# ---- button_input ----
### src/rtl/button_input_pkg.sv
// Shared FSM state encodings and counter-width helper for the button conditioner.
package button_input_pkg;

    localparam logic [1:0] ST_IDLE         = 2'd0;
    localparam logic [1:0] ST_PRESS_WAIT   = 2'd1;
    localparam logic [1:0] ST_HELD         = 2'd2;
    localparam logic [1:0] ST_RELEASE_WAIT = 2'd3;

    typedef enum logic [1:0] {
        IDLE         = ST_IDLE,
        PRESS_WAIT   = ST_PRESS_WAIT,
        HELD         = ST_HELD,
        RELEASE_WAIT = ST_RELEASE_WAIT
    } btn_state_t;

    // Bits needed to hold 0..max_val; never less than one so a zero limit still builds.
    function automatic int cnt_width(input int max_val);
        return (max_val < 1) ? 1 : $clog2(max_val + 1);
    endfunction

endpackage

### src/rtl/button_channel.sv
// One button: two-flop synchronizer, debounce FSM, hold counter, registered pulses.
// Latency: press/release accepted DEBOUNCE_CYCLES+1 edges after first capture; no backpressure.
module button_channel
    import button_input_pkg::*;
#(
    parameter int DEBOUNCE_CYCLES   = 240000,
    parameter int LONG_PRESS_CYCLES = 12000000
) (
    input  logic clock_in,
    input  logic reset_in,
    input  logic button_in,
    output logic pressed,
    output logic press_pulse,
    output logic release_pulse,
    output logic long_pulse
);

    localparam int DW = cnt_width(DEBOUNCE_CYCLES);
    localparam int HW = cnt_width(LONG_PRESS_CYCLES);
    localparam logic [DW-1:0] DB_LAST   = DW'(DEBOUNCE_CYCLES - 1);
    localparam logic [HW-1:0] HOLD_MAX  = HW'(LONG_PRESS_CYCLES);
    localparam logic [HW-1:0] HOLD_LAST = HW'(LONG_PRESS_CYCLES - 1);
    localparam logic          LONG_EN   = (LONG_PRESS_CYCLES != 0);

    logic            sync1_q;
    logic            sync2_q;
    btn_state_t      state_q;
    logic [DW-1:0]   db_cnt_q;
    logic [HW-1:0]   hold_cnt_q;
    logic            pressed_q;
    logic            press_pulse_q;
    logic            release_pulse_q;
    logic            long_pulse_q;

    // Synchronizer resets to released so a button held through reset must debounce again.
    always_ff @(posedge clock_in or negedge reset_in) begin
        if (!reset_in) begin
            sync1_q <= 1'b1;
            sync2_q <= 1'b1;
        end else begin
            sync1_q <= button_in;
            sync2_q <= sync1_q;
        end
    end

    always_ff @(posedge clock_in or negedge reset_in) begin
        if (!reset_in) begin
            state_q         <= IDLE;
            db_cnt_q        <= '0;
            hold_cnt_q      <= '0;
            pressed_q       <= 1'b0;
            press_pulse_q   <= 1'b0;
            release_pulse_q <= 1'b0;
            long_pulse_q    <= 1'b0;
        end else begin
            press_pulse_q   <= 1'b0;
            release_pulse_q <= 1'b0;
            long_pulse_q    <= 1'b0;

            if (LONG_EN && (state_q == HELD || state_q == RELEASE_WAIT)
                && hold_cnt_q != HOLD_MAX) begin
                hold_cnt_q   <= hold_cnt_q + HW'(1);
                long_pulse_q <= (hold_cnt_q == HOLD_LAST);
            end

            // DB_LAST of zero means a single low/high sample is enough to accept.
            case (state_q)
                IDLE: begin
                    if (!sync2_q) begin
                        if (DB_LAST == '0) begin
                            state_q       <= HELD;
                            pressed_q     <= 1'b1;
                            press_pulse_q <= 1'b1;
                            hold_cnt_q    <= '0;
                        end else begin
                            state_q  <= PRESS_WAIT;
                            db_cnt_q <= DW'(1);
                        end
                    end
                end
                PRESS_WAIT: begin
                    if (sync2_q) begin
                        state_q  <= IDLE;
                        db_cnt_q <= '0;
                    end else if (db_cnt_q == DB_LAST) begin
                        state_q       <= HELD;
                        db_cnt_q      <= '0;
                        pressed_q     <= 1'b1;
                        press_pulse_q <= 1'b1;
                        hold_cnt_q    <= '0;
                    end else begin
                        db_cnt_q <= db_cnt_q + DW'(1);
                    end
                end
                HELD: begin
                    if (sync2_q) begin
                        if (DB_LAST == '0) begin
                            state_q         <= IDLE;
                            pressed_q       <= 1'b0;
                            release_pulse_q <= 1'b1;
                            hold_cnt_q      <= '0;
                        end else begin
                            state_q  <= RELEASE_WAIT;
                            db_cnt_q <= DW'(1);
                        end
                    end
                end
                RELEASE_WAIT: begin
                    if (!sync2_q) begin
                        state_q  <= HELD;
                        db_cnt_q <= '0;
                    end else if (db_cnt_q == DB_LAST) begin
                        state_q         <= IDLE;
                        db_cnt_q        <= '0;
                        pressed_q       <= 1'b0;
                        release_pulse_q <= 1'b1;
                        hold_cnt_q      <= '0;
                    end else begin
                        db_cnt_q <= db_cnt_q + DW'(1);
                    end
                end
                default: state_q <= IDLE;
            endcase
        end
    end

    assign pressed       = pressed_q;
    assign press_pulse   = press_pulse_q;
    assign release_pulse = release_pulse_q;
    assign long_pulse    = long_pulse_q;

endmodule

### src/rtl/button_input.sv
// Button conditioner top: NUM_BUTTONS independent debounced channels, no extra logic.
// Latency: DEBOUNCE_CYCLES+1 edges per accepted change; no backpressure.
module button_input #(
    parameter int NUM_BUTTONS       = 2,
    parameter int DEBOUNCE_CYCLES   = 240000,
    parameter int LONG_PRESS_CYCLES = 12000000
) (
    input  logic                   clock_in,
    input  logic                   reset_in,
    input  logic [NUM_BUTTONS-1:0] button_in,
    output logic [NUM_BUTTONS-1:0] pressed,
    output logic [NUM_BUTTONS-1:0] press_pulse,
    output logic [NUM_BUTTONS-1:0] release_pulse,
    output logic [NUM_BUTTONS-1:0] long_pulse
);

    for (genvar g = 0; g < NUM_BUTTONS; g++) begin : g_chan
        button_channel #(
            .DEBOUNCE_CYCLES  (DEBOUNCE_CYCLES),
            .LONG_PRESS_CYCLES(LONG_PRESS_CYCLES)
        ) u_chan (
            .clock_in     (clock_in),
            .reset_in     (reset_in),
            .button_in    (button_in[g]),
            .pressed      (pressed[g]),
            .press_pulse  (press_pulse[g]),
            .release_pulse(release_pulse[g]),
            .long_pulse   (long_pulse[g])
        );
    end

endmodule

### config.mk
export PLATFORM = sky130hd
export DESIGN_NAME = button_input
export DESIGN_NICKNAME = d
export VERILOG_FILES = /design/src/rtl/button_input_pkg.sv /design/src/rtl/button_channel.sv /design/src/rtl/button_input.sv
export SDC_FILE = /design/constraint.sdc
export NUM_CORES = 1
export LEC_CHECK = 0
export CORE_MARGIN = 2
export CORE_UTILIZATION = 35
export CTS_BUF_LIST = sky130_fd_sc_hd__clkbuf_8
export DETAILED_ROUTE_END_ITERATION = 10
export SETUP_SLACK_MARGIN = 0.02
export SLEW_MARGIN = 15
export SYNTH_ARGS = -nofsm -noshare
export SYNTH_HDL_FRONTEND = slang
export SYNTH_SLANG_ARGS = --single-unit
### constraint.sdc
create_clock -name clock_in -period 2.2 [get_ports clock_in]
set_clock_uncertainty 0.2 [all_clocks]
set_input_delay 0.22 -clock clock_in [delete_from_list [all_inputs] [get_ports clock_in]]
set_output_delay 0.22 -clock clock_in [all_outputs]
set_load 0.03 [all_outputs]
button_input, PDN straps and rails:
Scale bar: 50 um. Pins as bars on the die edge. Tap cells in gray.
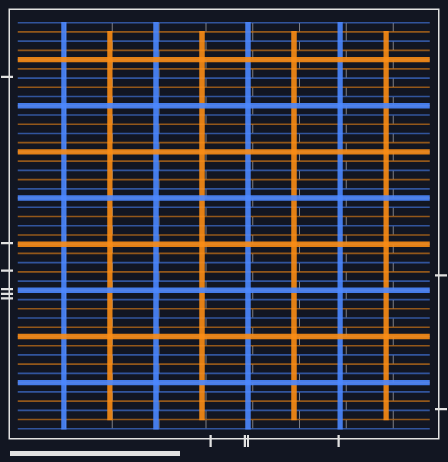
[blue] VSS
[orange] VDD
tap cells: 184
met5 straps: 8
die x size: 126 um
floorplan core area: 14500 um^2

==> impl_results.html <==
<h2>Implementation results</h2>
<table>
<tr><th>Metric</th><th>Value</th></tr>
<tr><th colspan="2">Global route</th></tr>
<tr><td>Number of antenna violations at the first check in global routing</td><td>0</td></tr>
<tr><td>Global-route wire length before repair</td><td>between 15 and 20 mm</td></tr>
<tr><td>Maximum number of pins on one net before global-route repair</td><td>~40</td></tr>
<tr><th colspan="2">Status</th></tr>
<tr><td>Status</td><td>finished clean</td></tr>
<tr><th colspan="2">Worst hold path</th></tr>
<tr><td>WHS Endpoint</td><td>g_chan[1].u_chan.sync1_q</td></tr>
<tr><td>Launch point of the worst hold path</td><td>button_in[1]</td></tr>
<tr><th colspan="2">Pwr</th></tr>
<tr><td>Power group with the largest share</td><td>registers</td></tr>
<tr><td>Power drawn by the sequential cells</td><td>1.99 mW</td></tr>
<tr><td>Part of the power in the clock network</td><td>0.328</td></tr>
<tr><td>Net switching power</td><td>0.938 mW</td></tr>
<tr><td>Comb power frac</td><td>0.122</td></tr>
<tr><td>Ratio of total power to cell area</td><td>~590 nW/um^2</td></tr>
<tr><th colspan="2">Final layout</th></tr>
<tr><td>Antenna cells</td><td>0</td></tr>
<tr><td>Net count of the finished layout</td><td>614</td></tr>
<tr><td>Portion of the layout cell area used by clock cells</td><td>0.0331</td></tr>
<tr><th colspan="2">Synthesis</th></tr>
<tr><td>Main area contributors</td><td>dfrtp_1 (46%), xor2_1 (5.2%), nor2_1 (4.5%)</td></tr>
<tr><td>Synth top cells by count</td><td>dfrtp_1 (96), nor2_1 (62), nand2_1 (57), nand3_1 (34), xor2_1 (31)</td></tr>
<tr><td>Fraction of synthesized cell area in xor and xnor cells</td><td>0.0671</td></tr>
<tr><td>Proportion of synthesized area in mux cells</td><td>0.0153</td></tr>
<tr><td>Main logic family</td><td>simple AND/OR/NAND/NOR gates</td></tr>
<tr><th colspan="2">Clock network</th></tr>
<tr><td>Clk ins delay skew pair</td><td>0.38 ns</td></tr>
<tr><th colspan="2">Route</th></tr>
<tr><td>Count of TritonRoute iterations in the first routing pass</td><td>5</td></tr>
<tr><th colspan="2">Timing</th></tr>
<tr><td>Final tally of max-slew violations</td><td>0</td></tr>
<tr><td>Final hold violation count</td><td>0</td></tr>
<tr><th colspan="2">Setup path</th></tr>
<tr><td>Number of cells on the worst reg-to-reg path</td><td>6</td></tr>
<tr><td>Crit path max-delay cell type</td><td>or4bb_4</td></tr>
<tr><td>Data required time at the worst endpoint</td><td>2.28 ns</td></tr>
<tr><td>Reg2reg start</td><td>g_chan[0].u_chan.db_cnt_q[17]</td></tr>
<tr><th colspan="2">Placed design</th></tr>
<tr><td>Cell Area, Placed</td><td>5790 um^2</td></tr>
<tr><td>Final HPWL DP</td><td>between 7 and 8 mm</td></tr>
</table>
==> per-layer routing <==
layer / up-vias / track usage / routed length [um]
li1: 2099 / - / -
met1: 2095 / 0.198 / 5360
met2: 74 / 0.232 / 5340
met3: 10 / 0.0399 / 372
met4: 0 / 0.0420 / 130
met5: - / 0 / 0
==> worst reg2reg max path, cell delays in order (launching register included) <==
cell and delay [ns]:
dfrtp_1 0.41, or4bb_4 0.56, nor4_4 0.24, buf_4 0.16, a21oi_4 0.09, a21o_1 0.20, a22o_1 0.20

# ---- imem_loader ----
imem_loader, PDN straps and rails:
Scale bar: 20 um. Pins as bars on the die edge. Tap cells in gray.
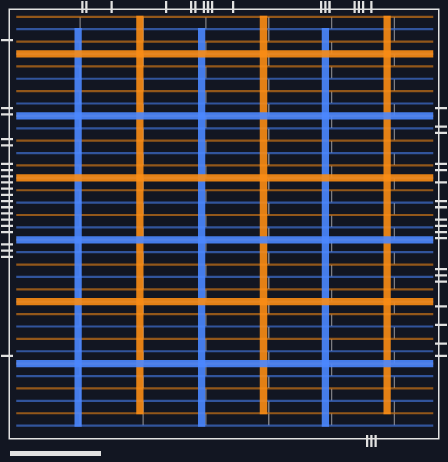
## src/rtl/imem_loader_pkg.sv

```systemverilog
// Shared types and constants for the instruction-memory program loader.
package imem_loader_pkg;

    localparam int DATA_BUS_BITS = 32;
    localparam int LEN_BITS      = 16;

    typedef enum logic [2:0] {
        LD_IDLE,
        LD_LEN_LO,
        LD_LEN_HI,
        LD_DATA,
        LD_WRITE,
        LD_DONE,
        LD_ERR
    } ld_state_e;

endpackage

```

## src/rtl/imem_loader_word_assembler.sv

```systemverilog
// Byte packer: shifts little-endian bytes into a word and flags the last byte of each word.
module word_assembler #(
    parameter int DATA_W = 32
) (
    input  logic              i_clk,
    input  logic              i_rst_n,
    input  logic              i_clear,
    input  logic              i_load,
    input  logic [7:0]        i_byte,
    output logic [DATA_W-1:0] o_word_next,
    output logic              o_word_complete
);
    localparam int BYTES = DATA_W / 8;
    localparam int CNT_W = (BYTES > 1) ? $clog2(BYTES) : 1;
    localparam logic [CNT_W-1:0] LAST = CNT_W'(BYTES - 1);

    logic [DATA_W-1:0] r_word;
    logic [CNT_W-1:0]  r_cnt;
    logic [DATA_W-1:0] w_word_next;

    // New byte enters at the top; after BYTES loads the first byte sits in bits [7:0].
    assign w_word_next     = (r_word >> 8) | (DATA_W'(i_byte) << (DATA_W - 8));
    assign o_word_next     = w_word_next;
    assign o_word_complete = (r_cnt == LAST);

    always_ff @(posedge i_clk or negedge i_rst_n) begin
        if (!i_rst_n) begin
            r_word <= '0;
            r_cnt  <= '0;
        end else if (i_clear) begin
            r_word <= '0;
            r_cnt  <= '0;
        end else if (i_load) begin
            r_word <= w_word_next;
            r_cnt  <= o_word_complete ? '0 : r_cnt + CNT_W'(1);
        end
    end

endmodule

```

## src/rtl/imem_loader.sv

```systemverilog
// Length-prefixed byte-stream loader that fills instruction memory from word 0
// and holds the core in reset until a complete image has been written.
module imem_loader
    import imem_loader_pkg::*;
#(
    parameter int DATA_W    = DATA_BUS_BITS,
    parameter int ADDR_W    = 10,
    parameter int MAX_WORDS = 1 << ADDR_W
) (
    input  logic              i_clk,
    input  logic              i_reset_n,
    input  logic              i_start,
    input  logic              i_in_valid,
    input  logic [7:0]        i_in_data,
    output logic              o_in_ready,
    output logic              o_imem_we,
    output logic [ADDR_W-1:0] o_imem_addr,
    output logic [DATA_W-1:0] o_imem_wdata,
    output logic              o_cpu_reset,
    output logic              o_busy,
    output logic              o_done,
    output logic              o_error
);
    localparam int CW = LEN_BITS + 1;
    localparam logic [CW-1:0]     MAX_LEN = CW'(MAX_WORDS);
    localparam logic [ADDR_W:0]   IDX_ONE = (ADDR_W + 1)'(1);

    ld_state_e          r_state, w_state_next;
    logic               r_rst_meta, r_rst_sync;
    logic [LEN_BITS-1:0] r_len;
    logic [ADDR_W:0]    r_index;
    logic               r_in_ready, r_imem_we, r_cpu_reset, r_busy, r_done, r_error;
    logic [ADDR_W-1:0]  r_imem_addr;
    logic [DATA_W-1:0]  r_imem_wdata;

    logic               w_rst_n, w_hs, w_start_ok, w_len_bad, w_last_word;
    logic               w_word_complete;
    logic [LEN_BITS-1:0] w_len_full;
    logic [DATA_W-1:0]  w_word_next;

    // Assert asynchronously, release on the clock.
    always_ff @(posedge i_clk or negedge i_reset_n) begin
        if (!i_reset_n) begin
            r_rst_meta <= 1'b0;
            r_rst_sync <= 1'b0;
        end else begin
            r_rst_meta <= 1'b1;
            r_rst_sync <= r_rst_meta;
        end
    end
    assign w_rst_n = r_rst_sync;

    assign w_hs        = i_in_valid && r_in_ready;
    assign w_start_ok  = i_start && ((r_state == LD_IDLE) || (r_state == LD_DONE) || (r_state == LD_ERR));
    assign w_len_full  = {i_in_data, r_len[7:0]};
    assign w_len_bad   = (w_len_full == '0) || ({1'b0, w_len_full} > MAX_LEN);
    assign w_last_word = (CW'(r_index) + CW'(1)) == {1'b0, r_len};

    word_assembler #(.DATA_W(DATA_W)) u_asm (
        .i_clk          (i_clk),
        .i_rst_n        (w_rst_n),
        .i_clear        (w_start_ok),
        .i_load         (w_hs && (r_state == LD_DATA)),
        .i_byte         (i_in_data),
        .o_word_next    (w_word_next),
        .o_word_complete(w_word_complete)
    );

    always_comb begin
        w_state_next = r_state;
        case (r_state)
            LD_IDLE, LD_DONE, LD_ERR: if (w_start_ok) w_state_next = LD_LEN_LO;
            LD_LEN_LO: if (w_hs) w_state_next = LD_LEN_HI;
            LD_LEN_HI: if (w_hs) w_state_next = w_len_bad ? LD_ERR : LD_DATA;
            LD_DATA:   if (w_hs && w_word_complete) w_state_next = LD_WRITE;
            LD_WRITE:  w_state_next = w_last_word ? LD_DONE : LD_DATA;
            default:   w_state_next = LD_IDLE;
        endcase
    end

    // Outputs are registered decodes of the next state so they line up with r_state.
    always_ff @(posedge i_clk or negedge w_rst_n) begin
        if (!w_rst_n) begin
            r_state      <= LD_IDLE;
            r_len        <= '0;
            r_index      <= '0;
            r_in_ready   <= 1'b0;
            r_imem_we    <= 1'b0;
            r_imem_addr  <= '0;
            r_imem_wdata <= '0;
            r_cpu_reset  <= 1'b1;
            r_busy       <= 1'b0;
            r_done       <= 1'b0;
            r_error      <= 1'b0;
        end else begin
            r_state     <= w_state_next;
            r_in_ready  <= (w_state_next == LD_LEN_LO) || (w_state_next == LD_LEN_HI) ||
                           (w_state_next == LD_DATA);
            r_imem_we   <= (w_state_next == LD_WRITE);
            r_busy      <= (w_state_next == LD_LEN_LO) || (w_state_next == LD_LEN_HI) ||
                           (w_state_next == LD_DATA) || (w_state_next == LD_WRITE);
            r_done      <= (w_state_next == LD_DONE);
            r_error     <= (w_state_next == LD_ERR);
            r_cpu_reset <= (w_state_next != LD_DONE);

            if (r_state == LD_LEN_LO && w_hs) r_len[7:0]  <= i_in_data;
            if (r_state == LD_LEN_HI && w_hs) r_len[15:8] <= i_in_data;

            if (w_start_ok)                r_index <= '0;
            else if (r_state == LD_WRITE)  r_index <= r_index + IDX_ONE;

            if (r_state == LD_DATA && w_hs && w_word_complete) begin
                r_imem_addr  <= r_index[ADDR_W-1:0];
                r_imem_wdata <= w_word_next;
            end
        end
    end

    assign o_in_ready   = r_in_ready;
    assign o_imem_we    = r_imem_we;
    assign o_imem_addr  = r_imem_addr;
    assign o_imem_wdata = r_imem_wdata;
    assign o_cpu_reset  = r_cpu_reset;
    assign o_busy       = r_busy;
    assign o_done       = r_done;
    assign o_error      = r_error;

endmodule

```

## config.mk

```make
export PLATFORM = sky130hd
export DESIGN_NAME = imem_loader
export DESIGN_NICKNAME = d
export VERILOG_FILES = /design/src/rtl/imem_loader_pkg.sv /design/src/rtl/imem_loader_word_assembler.sv /design/src/rtl/imem_loader.sv
export SDC_FILE = /design/constraint.sdc
export NUM_CORES = 1
export LEC_CHECK = 0
export ABC_AREA = 1
export CAP_MARGIN = 15
export CORE_UTILIZATION = 58
export CTS_BUF_LIST = sky130_fd_sc_hd__clkbuf_2 sky130_fd_sc_hd__clkbuf_4 sky130_fd_sc_hd__clkbuf_8
export DETAILED_ROUTE_END_ITERATION = 10
export PLACE_DENSITY = 0.86
export SLEW_MARGIN = 30
export SYNTH_ARGS = -nofsm -noshare
export SYNTH_HDL_FRONTEND = slang
export SYNTH_HIERARCHICAL = 1
export SYNTH_SLANG_ARGS = --single-unit
```

## constraint.sdc

```tcl
create_clock -name i_clk -period 4.47 [get_ports i_clk]
set_clock_uncertainty 0.15 [all_clocks]
set_input_delay 1.1175 -clock i_clk [delete_from_list [all_inputs] [get_ports i_clk]]
set_output_delay 1.1175 -clock i_clk [all_outputs]
set_load 0.01 [all_outputs]
```

==> impl_results.html <==
<h2>Implementation results</h2>
<table>
<tr><th>Metric</th><th>Value</th></tr>
<tr><th colspan="2">Status</th></tr>
<tr><td>Status</td><td>finished clean</td></tr>
<tr><th colspan="2">Clock network</th></tr>
<tr><td>Clk ins delay skew pair</td><td>roughly 0.38 ns</td></tr>
<tr><td>Clock root buffer</td><td>clkbuf_8</td></tr>
<tr><td>Num CTS Buffers</td><td>9</td></tr>
<tr><th colspan="2">Synthesis</th></tr>
<tr><td>Share of synthesized area occupied by flip-flops and latches</td><td>0.541</td></tr>
<tr><td>Number of flops mapped to enable cells by yosys</td><td>0</td></tr>
<tr><td>Most popular library cell in the synthesized design by count</td><td>nand2_1</td></tr>
<tr><td>Simple-gate share of the synthesized area</td><td>0.328</td></tr>
<tr><td>Chip Area, Yosys</td><td>roughly 4900 um^2</td></tr>
<tr><td>Leading area contributor after synthesis</td><td>dfrtp_1</td></tr>
<tr><td>Area fraction in compound gates</td><td>0.0497</td></tr>
<tr><th colspan="2">Setup path</th></tr>
<tr><td>Minimum setup slack among reg-to-reg paths</td><td>2.19 ns</td></tr>
<tr><td>Number of cells on the worst reg-to-reg path</td><td>14</td></tr>
<tr><td>Data required time at the worst endpoint</td><td>4.63 ns</td></tr>
<tr><td>CP Launch Type</td><td>input port</td></tr>
<tr><td>Number of buffers and inverters on the critical path</td><td>1</td></tr>
<tr><td>Capturing element of the worst setup path</td><td>o_busy</td></tr>
<tr><td>CP Cell Sequence</td><td>clkdlybuf4s50_1 &gt; nor4_1 &gt; nand3_1 &gt; nand2_1 &gt; nand2_1 &gt; nand2_1 &gt; nand3_1 &gt; a21oi_2 &gt; nand2_1 &gt; nand2_1</td></tr>
<tr><th colspan="2">Final layout</th></tr>
<tr><td>Net count of the finished layout</td><td>about 650</td></tr>
<tr><td>Antenna cells</td><td>0</td></tr>
<tr><td>Most common cell after layout, fill and taps aside</td><td>nand2_1</td></tr>
<tr><td>Filler cells</td><td>638</td></tr>
<tr><td>Syn-to-layout area delta</td><td>15.5%</td></tr>
<tr><td>Non-filler instance count after layout</td><td>750</td></tr>
<tr><th colspan="2">Pwr</th></tr>
<tr><td>Power drawn by the sequential cells</td><td>1.49 mW</td></tr>
<tr><td>Ratio of total power to cell area</td><td>about 560 nW/um^2</td></tr>
<tr><td>Comb power frac</td><td>0.355</td></tr>
<tr><td>Comb pwr</td><td>between 1 and 1.5 mW</td></tr>
<tr><th colspan="2">Global route</th></tr>
<tr><td>M2 GR Usage</td><td>0.403</td></tr>
<tr><th colspan="2">Timing</th></tr>
<tr><td>Worst Setup Slack, final</td><td>around 1.5 ns</td></tr>
<tr><td>Pin slew with the least headroom to its limit</td><td>0.948 ns</td></tr>
<tr><th colspan="2">Route</th></tr>
<tr><td>Via density per instance</td><td>5.49</td></tr>
<tr><td>Number of violations reported at the end of detailed-routing iteration 0</td><td>~300</td></tr>
<tr><td>Highest layer used for signal routing</td><td>met4</td></tr>
<tr><th colspan="2">Die</th></tr>
<tr><td>Number of placed I/O pins</td><td>60</td></tr>
<tr><th colspan="2">Worst hold path</th></tr>
<tr><td>Classification of the worst-slack hold path</td><td>flip-flop to flip-flop</td></tr>
<tr><th colspan="2">Placed design</th></tr>
<tr><td>Buffers on Ports</td><td>59</td></tr>
</table>
Notes on 'PDN straps and rails' of imem_loader above:
[blue] VSS
[orange] VDD
signal pins: 60
met4 straps: 6
tap cells: 105
met5 straps: 6
Max VDD drop: 0.000293 V
floorplan core area: 8220 um^2
die span in y: 94.0 um
die x size: 94.0 um

## area by class of cell
cell class | count | area (um^2) | area share
tap | 105 | 131 | 0.0232
sequential | 106 | 2660 | 0.469
clock inverter | 7 | 61.3 | 0.0108
multi-input combinational | 411 | 1890 | 0.333
clock buffer | 9 | 124 | 0.0219
inverter | 50 | 190 | 0.0336
timing repair buffer | 62 | 613 | 0.108

# ---- axi4_r_drop_arbiter ----
$ cat src/rtl/axi4_r_drop_arbiter.sv
// Shares the slave AXI4 R channel between forwarded master read beats and locally
// generated error/OKAY bursts for transactions the RAB refused.
module axi4_r_drop_arbiter #(
    parameter int AXI_DATA_WIDTH = 32,
    parameter int AXI_ID_WIDTH   = 4,
    parameter int AXI_USER_WIDTH = 4,
    parameter int FIFO_DEPTH     = 4
) (
    input  logic                      axi4_aclk,
    input  logic                      axi4_arstn,

    input  logic                      req0_valid,
    output logic                      req0_ready,
    input  logic [AXI_ID_WIDTH-1:0]   req0_id,
    input  logic [7:0]                req0_len,
    input  logic                      req0_prefetch,

    input  logic                      req1_valid,
    output logic                      req1_ready,
    input  logic [AXI_ID_WIDTH-1:0]   req1_id,
    input  logic [7:0]                req1_len,
    input  logic                      req1_prefetch,

    input  logic [AXI_ID_WIDTH-1:0]   m_axi4_rid,
    input  logic [AXI_DATA_WIDTH-1:0] m_axi4_rdata,
    input  logic [1:0]                m_axi4_rresp,
    input  logic                      m_axi4_rlast,
    input  logic [AXI_USER_WIDTH-1:0] m_axi4_ruser,
    input  logic                      m_axi4_rvalid,
    output logic                      m_axi4_rready,

    output logic [AXI_ID_WIDTH-1:0]   s_axi4_rid,
    output logic [AXI_DATA_WIDTH-1:0] s_axi4_rdata,
    output logic [1:0]                s_axi4_rresp,
    output logic                      s_axi4_rlast,
    output logic [AXI_USER_WIDTH-1:0] s_axi4_ruser,
    output logic                      s_axi4_rvalid,
    input  logic                      s_axi4_rready
);

    localparam int PTR_W = $clog2(FIFO_DEPTH);
    localparam int CNT_W = PTR_W + 1;
    localparam logic [CNT_W-1:0] FULL_CNT = CNT_W'(FIFO_DEPTH);

    typedef struct packed {
        logic                    prefetch;
        logic [AXI_ID_WIDTH-1:0] id;
        logic [7:0]              len;
    } drop_entry_t;

    typedef enum logic [1:0] {
        S_IDLE,
        S_FWD,
        S_DROP
    } state_t;

    state_t            state;
    logic [7:0]        beat_cnt;
    logic              prio;
    logic              grant0;
    logic              grant1;

    drop_entry_t       mem [FIFO_DEPTH];
    logic [PTR_W-1:0]  wr_ptr;
    logic [PTR_W-1:0]  rd_ptr;
    logic [CNT_W-1:0]  fill;
    logic              fifo_full;
    logic              fifo_empty;
    logic              push;
    logic              pop;
    drop_entry_t       push_entry;
    drop_entry_t       head;

    logic              drop_active;
    logic [7:0]        beat_idx;
    logic              drop_last;

    assign fifo_full  = (fill == FULL_CNT);
    assign fifo_empty = (fill == '0);
    assign head       = mem[rd_ptr];

    // Round-robin: a lone requester always wins; on contention the pointer decides.
    always_comb begin
        // NOTE: every always_comb output gets a default first so no path can infer a latch.
        grant0 = 1'b0;
        grant1 = 1'b0;
        if (!fifo_full) begin
            if (req0_valid && (!req1_valid || !prio))
                grant0 = 1'b1;
            else if (req1_valid)
                grant1 = 1'b1;
        end
    end

    assign req0_ready = grant0;
    assign req1_ready = grant1;
    assign push       = grant0 | grant1;
    assign push_entry = grant1 ? drop_entry_t'{req1_prefetch, req1_id, req1_len}
                               : drop_entry_t'{req0_prefetch, req0_id, req0_len};

    // A drop owns the channel in DROP, or in IDLE whenever a head is waiting.
    assign drop_active = (state == S_DROP) || ((state == S_IDLE) && !fifo_empty);
    assign beat_idx    = (state == S_DROP) ? beat_cnt : 8'd0;
    assign drop_last   = (beat_idx == head.len);
    assign pop         = drop_active && s_axi4_rready && drop_last;

    always_comb begin
        if (drop_active) begin
            s_axi4_rid    = head.id;
            s_axi4_rdata  = '0;
            s_axi4_rresp  = head.prefetch ? 2'b00 : 2'b10;
            s_axi4_rlast  = drop_last;
            s_axi4_ruser  = '0;
            s_axi4_rvalid = 1'b1;
            m_axi4_rready = 1'b0;
        end else begin
            s_axi4_rid    = m_axi4_rid;
            s_axi4_rdata  = m_axi4_rdata;
            s_axi4_rresp  = m_axi4_rresp;
            s_axi4_rlast  = m_axi4_rlast;
            s_axi4_ruser  = m_axi4_ruser;
            s_axi4_rvalid = m_axi4_rvalid;
            m_axi4_rready = s_axi4_rready;
        end
    end

    // NOTE: the storage array has no reset; only pointers and fill level define validity.
    always_ff @(posedge axi4_aclk) begin
        if (push)
            mem[wr_ptr] <= push_entry;
    end

    always_ff @(posedge axi4_aclk or negedge axi4_arstn) begin
        if (!axi4_arstn) begin
            wr_ptr <= '0;
            rd_ptr <= '0;
            fill   <= '0;
            prio   <= 1'b0;
        end else begin
            // NOTE: sequential state uses non-blocking assignments so all registers update together.
            if (push)
                wr_ptr <= wr_ptr + 1'b1;
            if (pop)
                rd_ptr <= rd_ptr + 1'b1;
            case ({push, pop})
                2'b10:   fill <= fill + 1'b1;
                2'b01:   fill <= fill - 1'b1;
                default: fill <= fill;
            endcase
            if (grant0)
                prio <= 1'b1;
            else if (grant1)
                prio <= 1'b0;
        end
    end

    always_ff @(posedge axi4_aclk or negedge axi4_arstn) begin
        if (!axi4_arstn) begin
            state    <= S_IDLE;
            beat_cnt <= 8'd0;
        end else begin
            case (state)
                S_IDLE: begin
                    if (!fifo_empty) begin
                        if (s_axi4_rready && (head.len != 8'd0)) begin
                            beat_cnt <= 8'd1;
                            state    <= S_DROP;
                        end
                    end else if (m_axi4_rvalid && !(s_axi4_rready && m_axi4_rlast)) begin
                        state <= S_FWD;
                    end
                end
                S_FWD: begin
                    if (m_axi4_rvalid && s_axi4_rready && m_axi4_rlast)
                        state <= S_IDLE;
                end
                S_DROP: begin
                    if (s_axi4_rready) begin
                        if (drop_last) begin
                            beat_cnt <= 8'd0;
                            state    <= S_IDLE;
                        end else begin
                            beat_cnt <= beat_cnt + 8'd1;
                        end
                    end
                end
                default: begin
                    beat_cnt <= 8'd0;
                    state    <= S_IDLE;
                end
            endcase
        end
    end

endmodule

$ cat config.mk
export PLATFORM = sky130hd
export DESIGN_NAME = axi4_r_drop_arbiter
export DESIGN_NICKNAME = d
export VERILOG_FILES = /design/src/rtl/axi4_r_drop_arbiter.sv
export SDC_FILE = /design/constraint.sdc
export NUM_CORES = 1
export LEC_CHECK = 0
export CORE_MARGIN = 2
export CORE_UTILIZATION = 35
export DETAILED_ROUTE_END_ITERATION = 6
export GPL_ROUTABILITY_DRIVEN = 1
export PLACE_DENSITY = 0.71
export SLEW_MARGIN = 20
export SYNTH_ARGS = -nofsm -noshare
export SYNTH_HDL_FRONTEND = slang
export SYNTH_SLANG_ARGS = --single-unit
export TNS_END_PERCENT = 100
$ cat constraint.sdc
create_clock -name axi4_aclk -period 6.6 [get_ports axi4_aclk]
set_clock_uncertainty 0.1 [all_clocks]
set_input_delay 1.32 -clock axi4_aclk [delete_from_list [all_inputs] [get_ports axi4_aclk]]
set_output_delay 1.32 -clock axi4_aclk [all_outputs]
set_load 0.005 [all_outputs]
axi4_r_drop_arbiter, PDN straps and rails:
Scale bar: 20 um. Pins as bars on the die edge. Tap cells in gray.
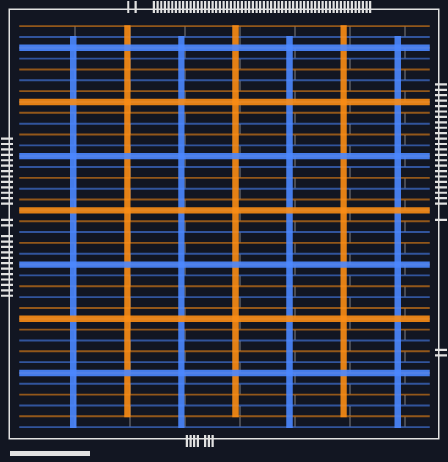
[orange] VDD
[blue] VSS
rows: 37
met5 straps: 7
die x size: 107 um
Max VDD drop: 0.000148 V

axi4_r_drop_arbiter, cell classes on the final placement:
Scale bar: 20 um.
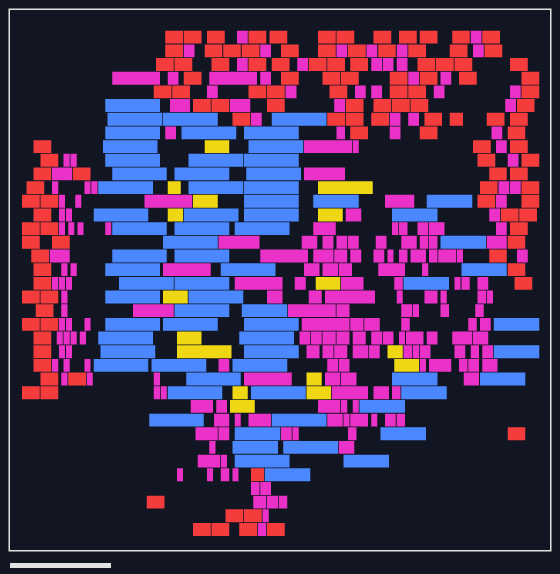
[blue] sequential cells | cells: 70
[magenta] combinational and other logic | cells: 221
[yellow] clock drivers and dummy loads | cells: 16
[red] remaining buffers and delay cells | cells: 123

==> impl_results.html <==
<h2>Implementation results</h2>
<table>
<tr><th>Metric</th><th>Value</th></tr>
<tr><th colspan="2">Global route</th></tr>
<tr><td>Gr busiest metal</td><td>met2</td></tr>
<tr><td>Number of global-route vias before repair</td><td>about 2700</td></tr>
<tr><td>Total overflow reported by the global router</td><td>0</td></tr>
<tr><th colspan="2">Clock network</th></tr>
<tr><td># resized after CTS</td><td>0</td></tr>
<tr><td>Clock buffer depth</td><td>2</td></tr>
<tr><th colspan="2">Setup path</th></tr>
<tr><td>Crit path max-delay cell type</td><td>dfrtp_1</td></tr>
<tr><td>Minimum setup slack among reg-to-reg paths</td><td>2.58 ns</td></tr>
<tr><td>Maximum cell stage delay along the critical path</td><td>0.87 ns</td></tr>
<tr><td>Worst r2r dst</td><td>fill[2]</td></tr>
<tr><td>Setup crit end kind</td><td>output pin</td></tr>
<tr><td>Reg2reg start</td><td>rd_ptr[0]</td></tr>
<tr><td>CP max FO</td><td>15</td></tr>
<tr><td>CP Launch Type</td><td>flip-flop</td></tr>
<tr><td>Arrival time of data at the critical path endpoint</td><td>between 3 and 4 ns</td></tr>
<tr><th colspan="2">Timing</th></tr>
<tr><td>Final tally of max-slew violations</td><td>0</td></tr>
<tr><td>Sum Neg Setup Slack</td><td>0 ns</td></tr>
<tr><td>Pin slew with the least headroom to its limit</td><td>between 0.8 and 0.9 ns</td></tr>
<tr><td>Ratio of final minimum period to clock period</td><td>0.756</td></tr>
<tr><th colspan="2">Synthesis</th></tr>
<tr><td>Number of distinct standard cells referenced by the synthesized netlist</td><td>47</td></tr>
<tr><td>Number of synthesis warnings</td><td>0</td></tr>
<tr><td>Main area contributors</td><td>edfxtp_1 (42%), dfrtp_1 (12%), mux4_1 (7.0%)</td></tr>
<tr><td>Proportion of synthesized area in mux cells</td><td>0.109</td></tr>
<tr><td>Fraction of synthesized cell area in xor and xnor cells</td><td>0.0234</td></tr>
<tr><th colspan="2">Worst hold path</th></tr>
<tr><td>Classification of the worst-slack hold path</td><td>flip-flop to flip-flop</td></tr>
<tr><th colspan="2">Final layout</th></tr>
<tr><td>Core Util, Final</td><td>0.511</td></tr>
<tr><td>Filler cells</td><td>907</td></tr>
<tr><td>Combinational Area</td><td>1630 um^2</td></tr>
<tr><td>Most used cells in the layout excluding fill and tap cells</td><td>clkdlybuf4s50_1 (121), edfxtp_1 (52), nand2_1 (48)</td></tr>
<tr><td>Syn-to-layout area delta</td><td>41.5%</td></tr>
<tr><td>Flop share of the area</td><td>0.380</td></tr>
<tr><th colspan="2">Placed design</th></tr>
<tr><td>Total placed cells including tap cells</td><td>550</td></tr>
<tr><td>Worst-case setup slack after placement</td><td>~2 ns</td></tr>
<tr><td>Cell Area, Placed</td><td>5070 um^2</td></tr>
<tr><th colspan="2">Status</th></tr>
<tr><td>Status</td><td>finished clean</td></tr>
<tr><th colspan="2">Pwr</th></tr>
<tr><td>Comb power frac</td><td>0.332</td></tr>
<tr><td>Register share of total power</td><td>0.441</td></tr>
<tr><td>Cell internal pwr</td><td>around 1.2 mW</td></tr>
<tr><td>Part of the power in the clock network</td><td>0.227</td></tr>
<tr><th colspan="2">Route</th></tr>
<tr><td>Highest layer used for signal routing</td><td>met4</td></tr>
<tr><td>Number of violations reported at the end of detailed-routing iteration 0</td><td>approximately 140</td></tr>
<tr><td>Via density per instance</td><td>4.92</td></tr>
<tr><td>ANT nets after route</td><td>0</td></tr>
<tr><td>Sum of met3 wire segment lengths after detailed routing</td><td>about 420 um</td></tr>
<tr><td>Overall via count from detail_route</td><td>approximately 2800</td></tr>
<tr><td>Average detailed-routed wire length per instance</td><td>15.5 um</td></tr>
</table>
registers in the layout (all words and copies together), names as in the netlist:
name / flops
rd_ptr: 2
beat_cnt: 8
state: 2
prio: 1
mem: 52
fill: 3
wr_ptr: 2
how the worst min path moves through the flow:
stage	startpoint	to	slack, ns	depth (start not counted)
floorplan	prio	prio	0.36	1
global placement	prio	prio	0.40	1
detailed placement	prio	prio	0.40	1
CTS	prio	prio	0.42	1
global route	prio	prio	0.44	1
finish	prio	prio	0.41	1

# ---- fifo_memoria ----
==> config.mk <==
export PLATFORM = sky130hd
export DESIGN_NAME = fifo_memoria
export DESIGN_NICKNAME = d
export VERILOG_FILES = /design/src/rtl/fifo_memoria.sv
export SDC_FILE = /design/constraint.sdc
export NUM_CORES = 1
export LEC_CHECK = 0
export CAP_MARGIN = 20
export CORE_ASPECT_RATIO = 0.6
export CORE_UTILIZATION = 35
export CTS_BUF_LIST = sky130_fd_sc_hd__clkbuf_8 sky130_fd_sc_hd__clkbuf_16
export DETAILED_ROUTE_END_ITERATION = 6
export PLACE_DENSITY_LB_ADDON = 0.12
export SLEW_MARGIN = 20
export SYNTH_ARGS = -nofsm -noshare
export SYNTH_HDL_FRONTEND = slang
export SYNTH_SLANG_ARGS = --single-unit
==> constraint.sdc <==
create_clock -name clk -period 3.2 [get_ports clk]
set_clock_uncertainty 0.2 [all_clocks]
set_input_delay 0.32 -clock clk [delete_from_list [all_inputs] [get_ports clk]]
set_output_delay 0.32 -clock clk [all_outputs]
set_load 0.05 [all_outputs]
==> src/rtl/fifo_memoria.sv <==
// fifo_memoria: synchronous single-clock FIFO with registered read data,
// occupancy counter and sticky overflow/underflow flags.
//
// Handshake: this FIFO has no backpressure outputs; the requester watches
// lleno/vacio. A write is accepted on a rising edge when escribir=1 and
// (lleno=0 or a read is accepted on that same edge). A read is accepted when
// leer=1 and vacio=0, and its word appears on dato_s with valido_s=1 exactly
// one cycle later. Rejected requests change no data state and only raise the
// matching sticky flag (desborde for writes, subdesborde for reads).
module fifo_memoria #(
  parameter int ANCHO       = 8,
  parameter int PROFUNDIDAD = 16,
  parameter int DIR         = $clog2(PROFUNDIDAD)
) (
  input  logic             clk,
  input  logic             rst,
  input  logic             escribir,
  input  logic [ANCHO-1:0] dato_e,
  input  logic             leer,
  output logic [ANCHO-1:0] dato_s,
  output logic             valido_s,
  output logic             lleno,
  output logic             vacio,
  output logic [DIR:0]     cuenta,
  output logic             desborde,
  output logic             subdesborde
);

  localparam logic [DIR:0] CUENTA_MAX = (DIR+1)'(PROFUNDIDAD);

  logic [ANCHO-1:0] mem_q [PROFUNDIDAD];
  logic [ANCHO-1:0] mem_d [PROFUNDIDAD];
  logic [DIR-1:0]   pe_q, pe_d;
  logic [DIR-1:0]   pl_q, pl_d;
  logic [DIR:0]     cuenta_q, cuenta_d;
  logic [ANCHO-1:0] dato_s_q, dato_s_d;
  logic             valido_q, valido_d;
  logic             desborde_q, desborde_d;
  logic             subdesborde_q, subdesborde_d;
  logic             rd_ok, wr_ok;

  // Status flags decode straight from the registered count.
  always_comb begin
    lleno = (cuenta_q == CUENTA_MAX);
    vacio = (cuenta_q == '0);
  end

  // Acceptance: a read frees a slot on the same edge, so a full FIFO can
  // still take a write when a read goes through alongside it.
  always_comb begin
    rd_ok = leer && !vacio;
    wr_ok = escribir && (!lleno || rd_ok);
  end

  // Next-state for pointers, count, read data and sticky flags.
  always_comb begin
    pe_d          = pe_q;
    pl_d          = pl_q;
    cuenta_d      = cuenta_q;
    dato_s_d      = dato_s_q;
    valido_d      = 1'b0;
    desborde_d    = desborde_q;
    subdesborde_d = subdesborde_q;

    // Pointers wrap naturally because they are exactly DIR bits wide.
    if (wr_ok) pe_d = pe_q + 1'b1;
    if (rd_ok) begin
      pl_d     = pl_q + 1'b1;
      dato_s_d = mem_q[pl_q];
      valido_d = 1'b1;
    end

    unique case ({wr_ok, rd_ok})
      2'b10:   cuenta_d = cuenta_q + 1'b1;
      2'b01:   cuenta_d = cuenta_q - 1'b1;
      default: cuenta_d = cuenta_q;
    endcase

    if (escribir && !wr_ok) desborde_d    = 1'b1;
    if (leer && !rd_ok)     subdesborde_d = 1'b1;
  end

  // Next-state for the storage array: only the addressed word changes.
  always_comb begin
    for (int i = 0; i < PROFUNDIDAD; i++) mem_d[i] = mem_q[i];
    if (wr_ok) mem_d[pe_q] = dato_e;
  end

  // Control and output registers; reset wins over any request on the edge.
  always_ff @(posedge clk) begin
    if (rst) begin
      pe_q          <= '0;
      pl_q          <= '0;
      cuenta_q      <= '0;
      dato_s_q      <= '0;
      valido_q      <= 1'b0;
      desborde_q    <= 1'b0;
      subdesborde_q <= 1'b0;
    end else begin
      pe_q          <= pe_d;
      pl_q          <= pl_d;
      cuenta_q      <= cuenta_d;
      dato_s_q      <= dato_s_d;
      valido_q      <= valido_d;
      desborde_q    <= desborde_d;
      subdesborde_q <= subdesborde_d;
    end
  end

  // Storage array; contents are don't-care after reset because the count
  // and pointers gate every read.
  always_ff @(posedge clk) begin
    for (int i = 0; i < PROFUNDIDAD; i++) mem_q[i] <= mem_d[i];
  end

  assign dato_s      = dato_s_q;
  assign valido_s    = valido_q;
  assign cuenta      = cuenta_q;
  assign desborde    = desborde_q;
  assign subdesborde = subdesborde_q;

endmodule

fifo_memoria, PDN straps and rails:
Scale bar: 50 um. Pins as bars on the die edge. Tap cells in gray.
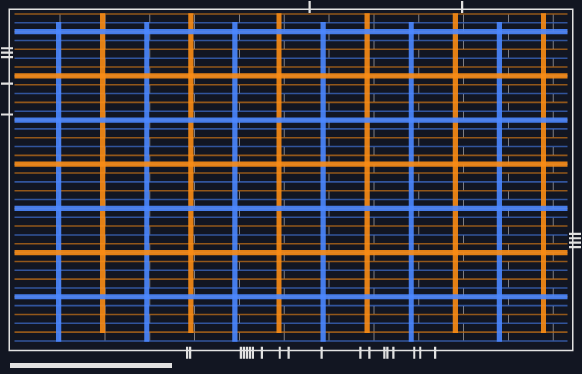
[blue] VSS
[orange] VDD
tap cells: 234
met1 rails: 38
met5 straps: 7
rows: 37
met4 straps: 12
Max VDD drop: 0.000315 V
die x size: 173 um
die span in y: 105 um
floorplan core area: 17100 um^2

fifo_memoria, cell classes on the final placement:
Scale bar: 50 um.
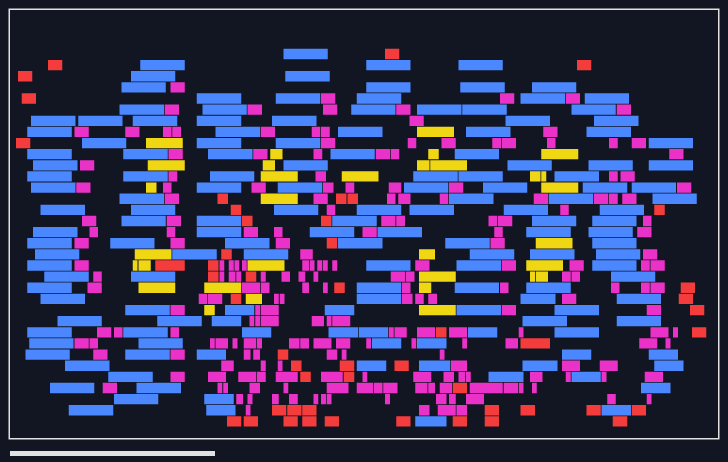
[magenta] combinational and other logic | cells: 220
[blue] sequential cells | cells: 152
[yellow] clock drivers and dummy loads | cells: 32
[red] remaining buffers and delay cells | cells: 50
Core Util, Final: 0.428
num rows: 37
flop share of the area: 0.591
final design instance area without fill: 7340 um^2

==> impl_results.html <==
<h2>Implementation results</h2>
<table>
<tr><th>Metric</th><th>Value</th></tr>
<tr><th colspan="2">Global route</th></tr>
<tr><td>Met1 GRT Util</td><td>0.255</td></tr>
<tr><th colspan="2">Timing</th></tr>
<tr><td>Sum Neg Setup Slack</td><td>0 ns</td></tr>
<tr><td>Max frequency</td><td>327 MHz</td></tr>
<tr><td>Final tally of max-slew violations</td><td>0</td></tr>
<tr><th colspan="2">Die</th></tr>
<tr><td>Core utilization at floorplan</td><td>0.358</td></tr>
<tr><th colspan="2">Clock network</th></tr>
<tr><td># resized after CTS</td><td>0</td></tr>
<tr><th colspan="2">Setup path</th></tr>
<tr><td>Maximum cell stage delay along the critical path</td><td>0.58 ns</td></tr>
<tr><td>Setup crit end kind</td><td>flip-flop</td></tr>
<tr><td>Number of logic stages on the critical path including buffering</td><td>9</td></tr>
<tr><td>CP Cell Sequence</td><td>or4_4 &gt; o21a_4 &gt; inv_1 &gt; ha_2 &gt; ha_1 &gt; a21o_1 &gt; a21oi_1 &gt; mux2i_1 &gt; mux2_2</td></tr>
<tr><td>Capturing element of the worst setup path</td><td>cuenta[4]</td></tr>
<tr><th colspan="2">Synthesis</th></tr>
<tr><td>Leading area contributor after synthesis</td><td>edfxtp_1</td></tr>
<tr><td>#FFs+latches synth</td><td>~150</td></tr>
<tr><td>Avg Inst Size Synth</td><td>15.5 um^2</td></tr>
<tr><td>Share of Yosys cell area claimed by the top area cell type</td><td>0.626</td></tr>
<tr><th colspan="2">Route</th></tr>
<tr><td>Number of violations reported at the end of detailed-routing iteration 0</td><td>313</td></tr>
<tr><td>Count of TritonRoute iterations in the first routing pass</td><td>4</td></tr>
<tr><td>Routed wire length</td><td>14.0 mm</td></tr>
<tr><td>Average detailed-routed wire length per instance</td><td>roughly 20 um</td></tr>
<tr><td>Total length of routed met2 wires</td><td>5.96 mm</td></tr>
<tr><th colspan="2">Pwr</th></tr>
<tr><td>Power drawn by the sequential cells</td><td>roughly 2.4 mW</td></tr>
<tr><td>Net switching power</td><td>1.86 mW</td></tr>
<tr><th colspan="2">Flow run</th></tr>
<tr><td>Maximum Capacitance Violations</td><td>0</td></tr>
<tr><th colspan="2">Status</th></tr>
<tr><td>Status</td><td>finished clean</td></tr>
</table>
## stage by stage
step | area [um^2] | hold WS [ns] | power, mW | cells
2_1_floorplan | 6150 | 0.219 | 3.44 | 396
3_3_place_gp | 6800 | 0.271 | 3.88 | 656
3_5_place_dp | 6800 | 0.295 | 3.89 | 656
4_1_cts | 7340 | 0.310 | 5.73 | 688
5_1_grt | 7340 | 0.340 | 5.91 | 688
6_report | 7340 | 0.301 | 5.67 | 688
## registers in the layout, indices dropped and copies added, names as in the netlist
name / cells
mem_q: 128
dato_s: 8
cuenta: 5
pe_q: 4
pl_q: 4
desborde: 1
subdesborde: 1
valido_s: 1

# ---- morse_encoder ----
morse_encoder, routed clock nets over the placement:
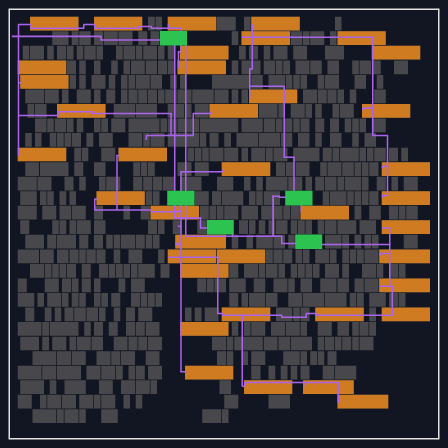
morse_encoder, cell placement:
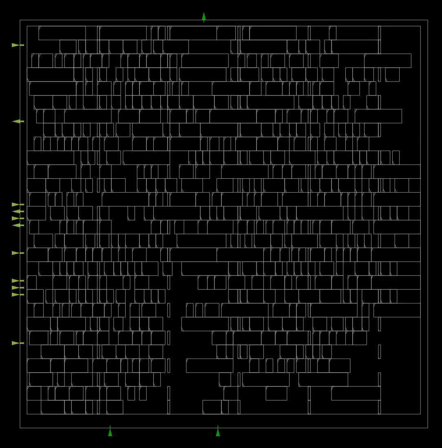
morse_encoder, PDN straps and rails:
Scale bar: 20 um. Pins as bars on the die edge. Tap cells in gray.
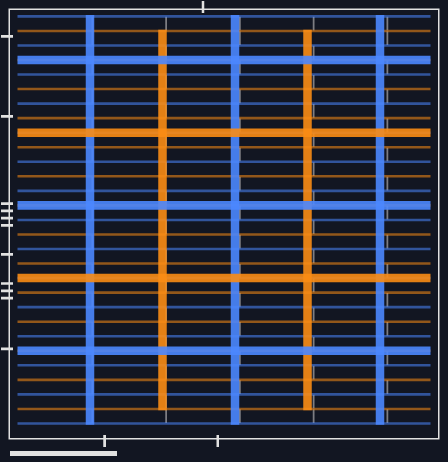
### src/rtl/morse_encoder.sv
// morse_encoder: ITU Morse keyer with unit-timed marks and gaps.
// Define MORSE_DIGITS_EN to add digits 0-9 (codes 26-35); otherwise they are rejected.
module morse_encoder #(
    parameter int UNIT_CYCLES = 25_000_000
) (
    input  logic       clk,
    input  logic       rst,
    input  logic       en,
    input  logic       char_valid,
    input  logic [5:0] char_code,
    output logic       char_ready,
    output logic       key_out,
    output logic       busy,
    output logic       err
);
    localparam int CW = $clog2(UNIT_CYCLES);
    localparam logic [CW-1:0] RELOAD = CW'(UNIT_CYCLES - 1);

    typedef enum logic [2:0] {IDLE, MARK, GAP, CHAR_GAP, WORD_GAP} state_t;

    state_t        state_q, state_d;
    logic [CW-1:0] cnt_q, cnt_d;
    logic [1:0]    units_q, units_d;
    logic [4:0]    pat_q, pat_d;
    logic [2:0]    left_q, left_d;
    logic          key_q, key_d;
    logic [7:0]    rom_w;
    logic          accept, is_space;

    // {length, pattern left-aligned}; length 0 marks an unsupported code
    function automatic logic [7:0] rom(input logic [5:0] c);
        case (c)
            6'd0:  rom = {3'd2, 5'b01000};
            6'd1:  rom = {3'd4, 5'b10000};
            6'd2:  rom = {3'd4, 5'b10100};
            6'd3:  rom = {3'd3, 5'b10000};
            6'd4:  rom = {3'd1, 5'b00000};
            6'd5:  rom = {3'd4, 5'b00100};
            6'd6:  rom = {3'd3, 5'b11000};
            6'd7:  rom = {3'd4, 5'b00000};
            6'd8:  rom = {3'd2, 5'b00000};
            6'd9:  rom = {3'd4, 5'b01110};
            6'd10: rom = {3'd3, 5'b10100};
            6'd11: rom = {3'd4, 5'b01000};
            6'd12: rom = {3'd2, 5'b11000};
            6'd13: rom = {3'd2, 5'b10000};
            6'd14: rom = {3'd3, 5'b11100};
            6'd15: rom = {3'd4, 5'b01100};
            6'd16: rom = {3'd4, 5'b11010};
            6'd17: rom = {3'd3, 5'b01000};
            6'd18: rom = {3'd3, 5'b00000};
            6'd19: rom = {3'd1, 5'b10000};
            6'd20: rom = {3'd3, 5'b00100};
            6'd21: rom = {3'd4, 5'b00010};
            6'd22: rom = {3'd3, 5'b01100};
            6'd23: rom = {3'd4, 5'b10010};
            6'd24: rom = {3'd4, 5'b10110};
            6'd25: rom = {3'd4, 5'b11000};
`ifdef MORSE_DIGITS_EN
            6'd26: rom = {3'd5, 5'b11111};
            6'd27: rom = {3'd5, 5'b01111};
            6'd28: rom = {3'd5, 5'b00111};
            6'd29: rom = {3'd5, 5'b00011};
            6'd30: rom = {3'd5, 5'b00001};
            6'd31: rom = {3'd5, 5'b00000};
            6'd32: rom = {3'd5, 5'b10000};
            6'd33: rom = {3'd5, 5'b11000};
            6'd34: rom = {3'd5, 5'b11100};
            6'd35: rom = {3'd5, 5'b11110};
`endif
            default: rom = 8'd0;
        endcase
    endfunction

    assign rom_w      = rom(char_code);
    assign is_space   = char_code == 6'd63;
    assign accept     = en && state_q == IDLE && char_valid;
    assign err        = accept && !is_space && rom_w[7:5] == 3'd0;
    assign char_ready = en && state_q == IDLE;
    assign busy       = state_q != IDLE;
    assign key_out    = key_q;

    // A phase lasts (units_q + 1) units of UNIT_CYCLES enabled cycles each
    always_comb begin
        state_d = state_q;
        cnt_d   = cnt_q;
        units_d = units_q;
        pat_d   = pat_q;
        left_d  = left_q;
        key_d   = key_q;
        if (en) begin
            if (state_q == IDLE) begin
                if (accept && is_space) begin
                    state_d = WORD_GAP;
                    cnt_d   = RELOAD;
                    units_d = 2'd3;
                end else if (accept && rom_w[7:5] != 3'd0) begin
                    state_d = MARK;
                    cnt_d   = RELOAD;
                    units_d = rom_w[4] ? 2'd2 : 2'd0;
                    pat_d   = rom_w[4:0];
                    left_d  = rom_w[7:5] - 3'd1;
                    key_d   = 1'b1;
                end
            end else if (cnt_q != '0) begin
                cnt_d = cnt_q - 1'b1;
            end else if (units_q != 2'd0) begin
                units_d = units_q - 2'd1;
                cnt_d   = RELOAD;
            end else begin
                cnt_d = RELOAD;
                case (state_q)
                    MARK: begin
                        key_d = 1'b0;
                        pat_d = pat_q << 1;
                        if (left_q != 3'd0) begin
                            state_d = GAP;
                            left_d  = left_q - 3'd1;
                        end else begin
                            state_d = CHAR_GAP;
                            units_d = 2'd2;
                        end
                    end
                    GAP: begin
                        state_d = MARK;
                        key_d   = 1'b1;
                        units_d = pat_q[4] ? 2'd2 : 2'd0;
                    end
                    default: begin
                        state_d = IDLE;
                        cnt_d   = '0;
                    end
                endcase
            end
        end
    end

    always_ff @(posedge clk or posedge rst) begin
        if (rst) begin
            state_q <= IDLE;
            cnt_q   <= '0;
            units_q <= 2'd0;
            pat_q   <= 5'd0;
            left_q  <= 3'd0;
            key_q   <= 1'b0;
        end else begin
            state_q <= state_d;
            cnt_q   <= cnt_d;
            units_q <= units_d;
            pat_q   <= pat_d;
            left_q  <= left_d;
            key_q   <= key_d;
        end
    end
endmodule

### config.mk
export PLATFORM = sky130hd
export DESIGN_NAME = morse_encoder
export DESIGN_NICKNAME = d
export VERILOG_FILES = /design/src/rtl/morse_encoder.sv
export SDC_FILE = /design/constraint.sdc
export NUM_CORES = 1
export LEC_CHECK = 0
export ABC_AREA = 1
export ABC_CLOCK_PERIOD_IN_PS = 2000
export CORE_UTILIZATION = 50
export CTS_BUF_LIST = sky130_fd_sc_hd__clkbuf_8
export DETAILED_ROUTE_END_ITERATION = 8
export GPL_ROUTABILITY_DRIVEN = 0
export PLACE_DENSITY = 0.71
export SYNTH_ARGS = -nofsm -noshare
export SYNTH_HDL_FRONTEND = slang
export SYNTH_SLANG_ARGS = --single-unit
### constraint.sdc
create_clock -name clk -period 2 [get_ports clk]
set_clock_uncertainty 0.2 [all_clocks]
set_input_delay 0.2 -clock clk [delete_from_list [all_inputs] [get_ports clk]]
set_output_delay 0.2 -clock clk [all_outputs]
set_load 0.01 [all_outputs]
==> impl_results.html <==
<h2>Implementation results</h2>
<table>
<tr><th>Metric</th><th>Value</th></tr>
<tr><th colspan="2">Clock network</th></tr>
<tr><td>Clock root buffer</td><td>clkbuf_8</td></tr>
<tr><th colspan="2">Final layout</th></tr>
<tr><td>Proportion of layout cells with a drive suffix above 1</td><td>0.313</td></tr>
<tr><td>Core Util, Final</td><td>0.704</td></tr>
<tr><td>Non-filler instance count after layout</td><td>640</td></tr>
<tr><td>Top flop regs</td><td>cnt_q: 25 flops, pat_q: 4 flops</td></tr>
<tr><th colspan="2">Synthesis</th></tr>
<tr><td>Cell Area, Synth</td><td>3050 um^2</td></tr>
<tr><td>#FFs+latches synth</td><td>38</td></tr>
<tr><td>Number of distinct standard cells referenced by the synthesized netlist</td><td>37</td></tr>
<tr><th colspan="2">Timing</th></tr>
<tr><td>Ratio of final minimum period to clock period</td><td>1.03</td></tr>
<tr><td>Count of final setup violators</td><td>3</td></tr>
<tr><td>Worst Setup Slack, final</td><td>-0.0517 ns</td></tr>
<tr><td>Pin slew with the least headroom to its limit</td><td>0.513 ns</td></tr>
<tr><th colspan="2">Global route</th></tr>
<tr><td>Maximum number of pins on one net before global-route repair</td><td>39</td></tr>
<tr><td>Overall track demand over capacity in global routing</td><td>0.269</td></tr>
<tr><th colspan="2">Status</th></tr>
<tr><td>Failing checks</td><td>setup timing</td></tr>
<tr><td>Status</td><td>complete, but fails checks</td></tr>
<tr><th colspan="2">Die</th></tr>
<tr><td>Core utilization at floorplan</td><td>0.518</td></tr>
<tr><th colspan="2">Route</th></tr>
<tr><td>Number of violations reported at the end of detailed-routing iteration 0</td><td>225</td></tr>
<tr><td>Total length of routed met2 wires</td><td>approximately 4.1 mm</td></tr>
<tr><th colspan="2">Setup path</th></tr>
<tr><td>Capturing element of the worst setup path</td><td>cnt_q[22]</td></tr>
<tr><td>Crit Path Class</td><td>flip-flop to flip-flop</td></tr>
<tr><td>CP most frequent cell</td><td>nand2_1</td></tr>
</table>
About 'routed clock nets over the placement' of morse_encoder:
[green] clock drivers | count: 5
[orange] flip-flops | count: 38
[purple] clock wires | length: 588 um
routed clock nets: 6
power consumed by the clock network: 0.558 mW
clk ins delay skew pair: 0.29 ns
part of the power in the clock network: 0.098

About 'cell placement' of morse_encoder:
# Taps: 75
Filler cells: 491
flop share of the area: 0.231

About 'PDN straps and rails' of morse_encoder:
[orange] VDD
[blue] VSS
met1 rails: 29
met4 straps: 5
floorplan core area: 5890 um^2
die span in y: 80.1 um
die x size: 80.1 um
Max VDD drop: 0.000933 V

-- power by group --
group / total [mW] / leakage, nW / internal [mW] / switching [mW]
Sequential: 1.41 / 0.475 / 1.10 / 0.307
Combinational: 3.70 / 1.60 / 1.66 / 2.04
Clock: 0.558 / 0.0524 / 0.274 / 0.284
Total: 5.67 / 2.13 / 3.03 / 2.63
-- final cells by class --
type / instances / area, um^2
flip-flops and latches: 38 / 957
repair inverters: 1 / 7.51
multi-input cells: 374 / 1990
inverters: 38 / 149
clock buffers: 6 / 82.6
clock inverters: 2 / 8.76
fillers: 491 / 1740
repair buffers: 106 / 850
well taps: 75 / 93.8


==> notes/layouts.md <==
Pictures saved along the way, in no particular order.

Cell placement.
panel A
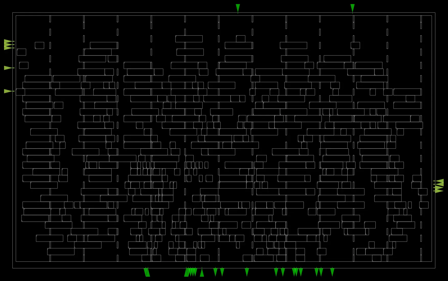
panel B
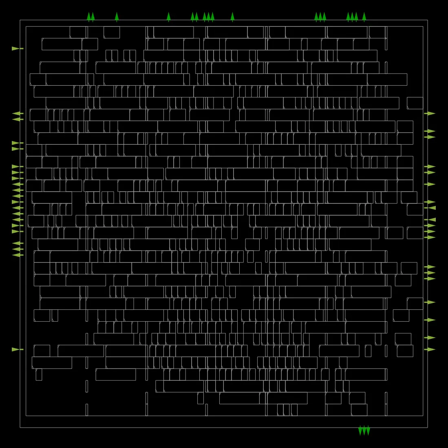
panel C
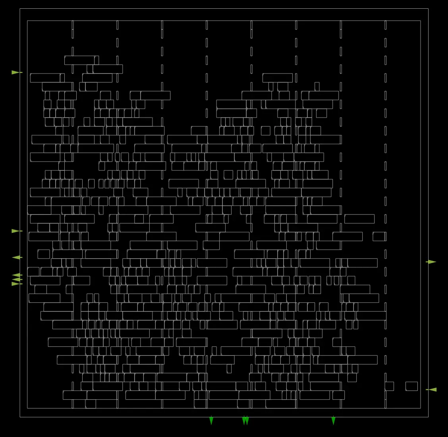
panel D
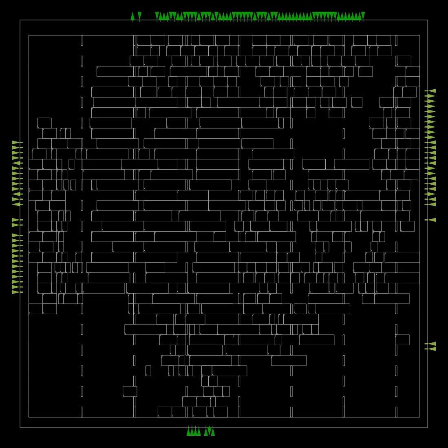
The one with the most sequential cells is panel A.
The one with the highest utilization is panel B.
axi4_r_drop_arbiter: panel D
imem_loader: panel B
button_input: panel C
fifo_memoria: panel A

Power and IR drop assume default switching activity.
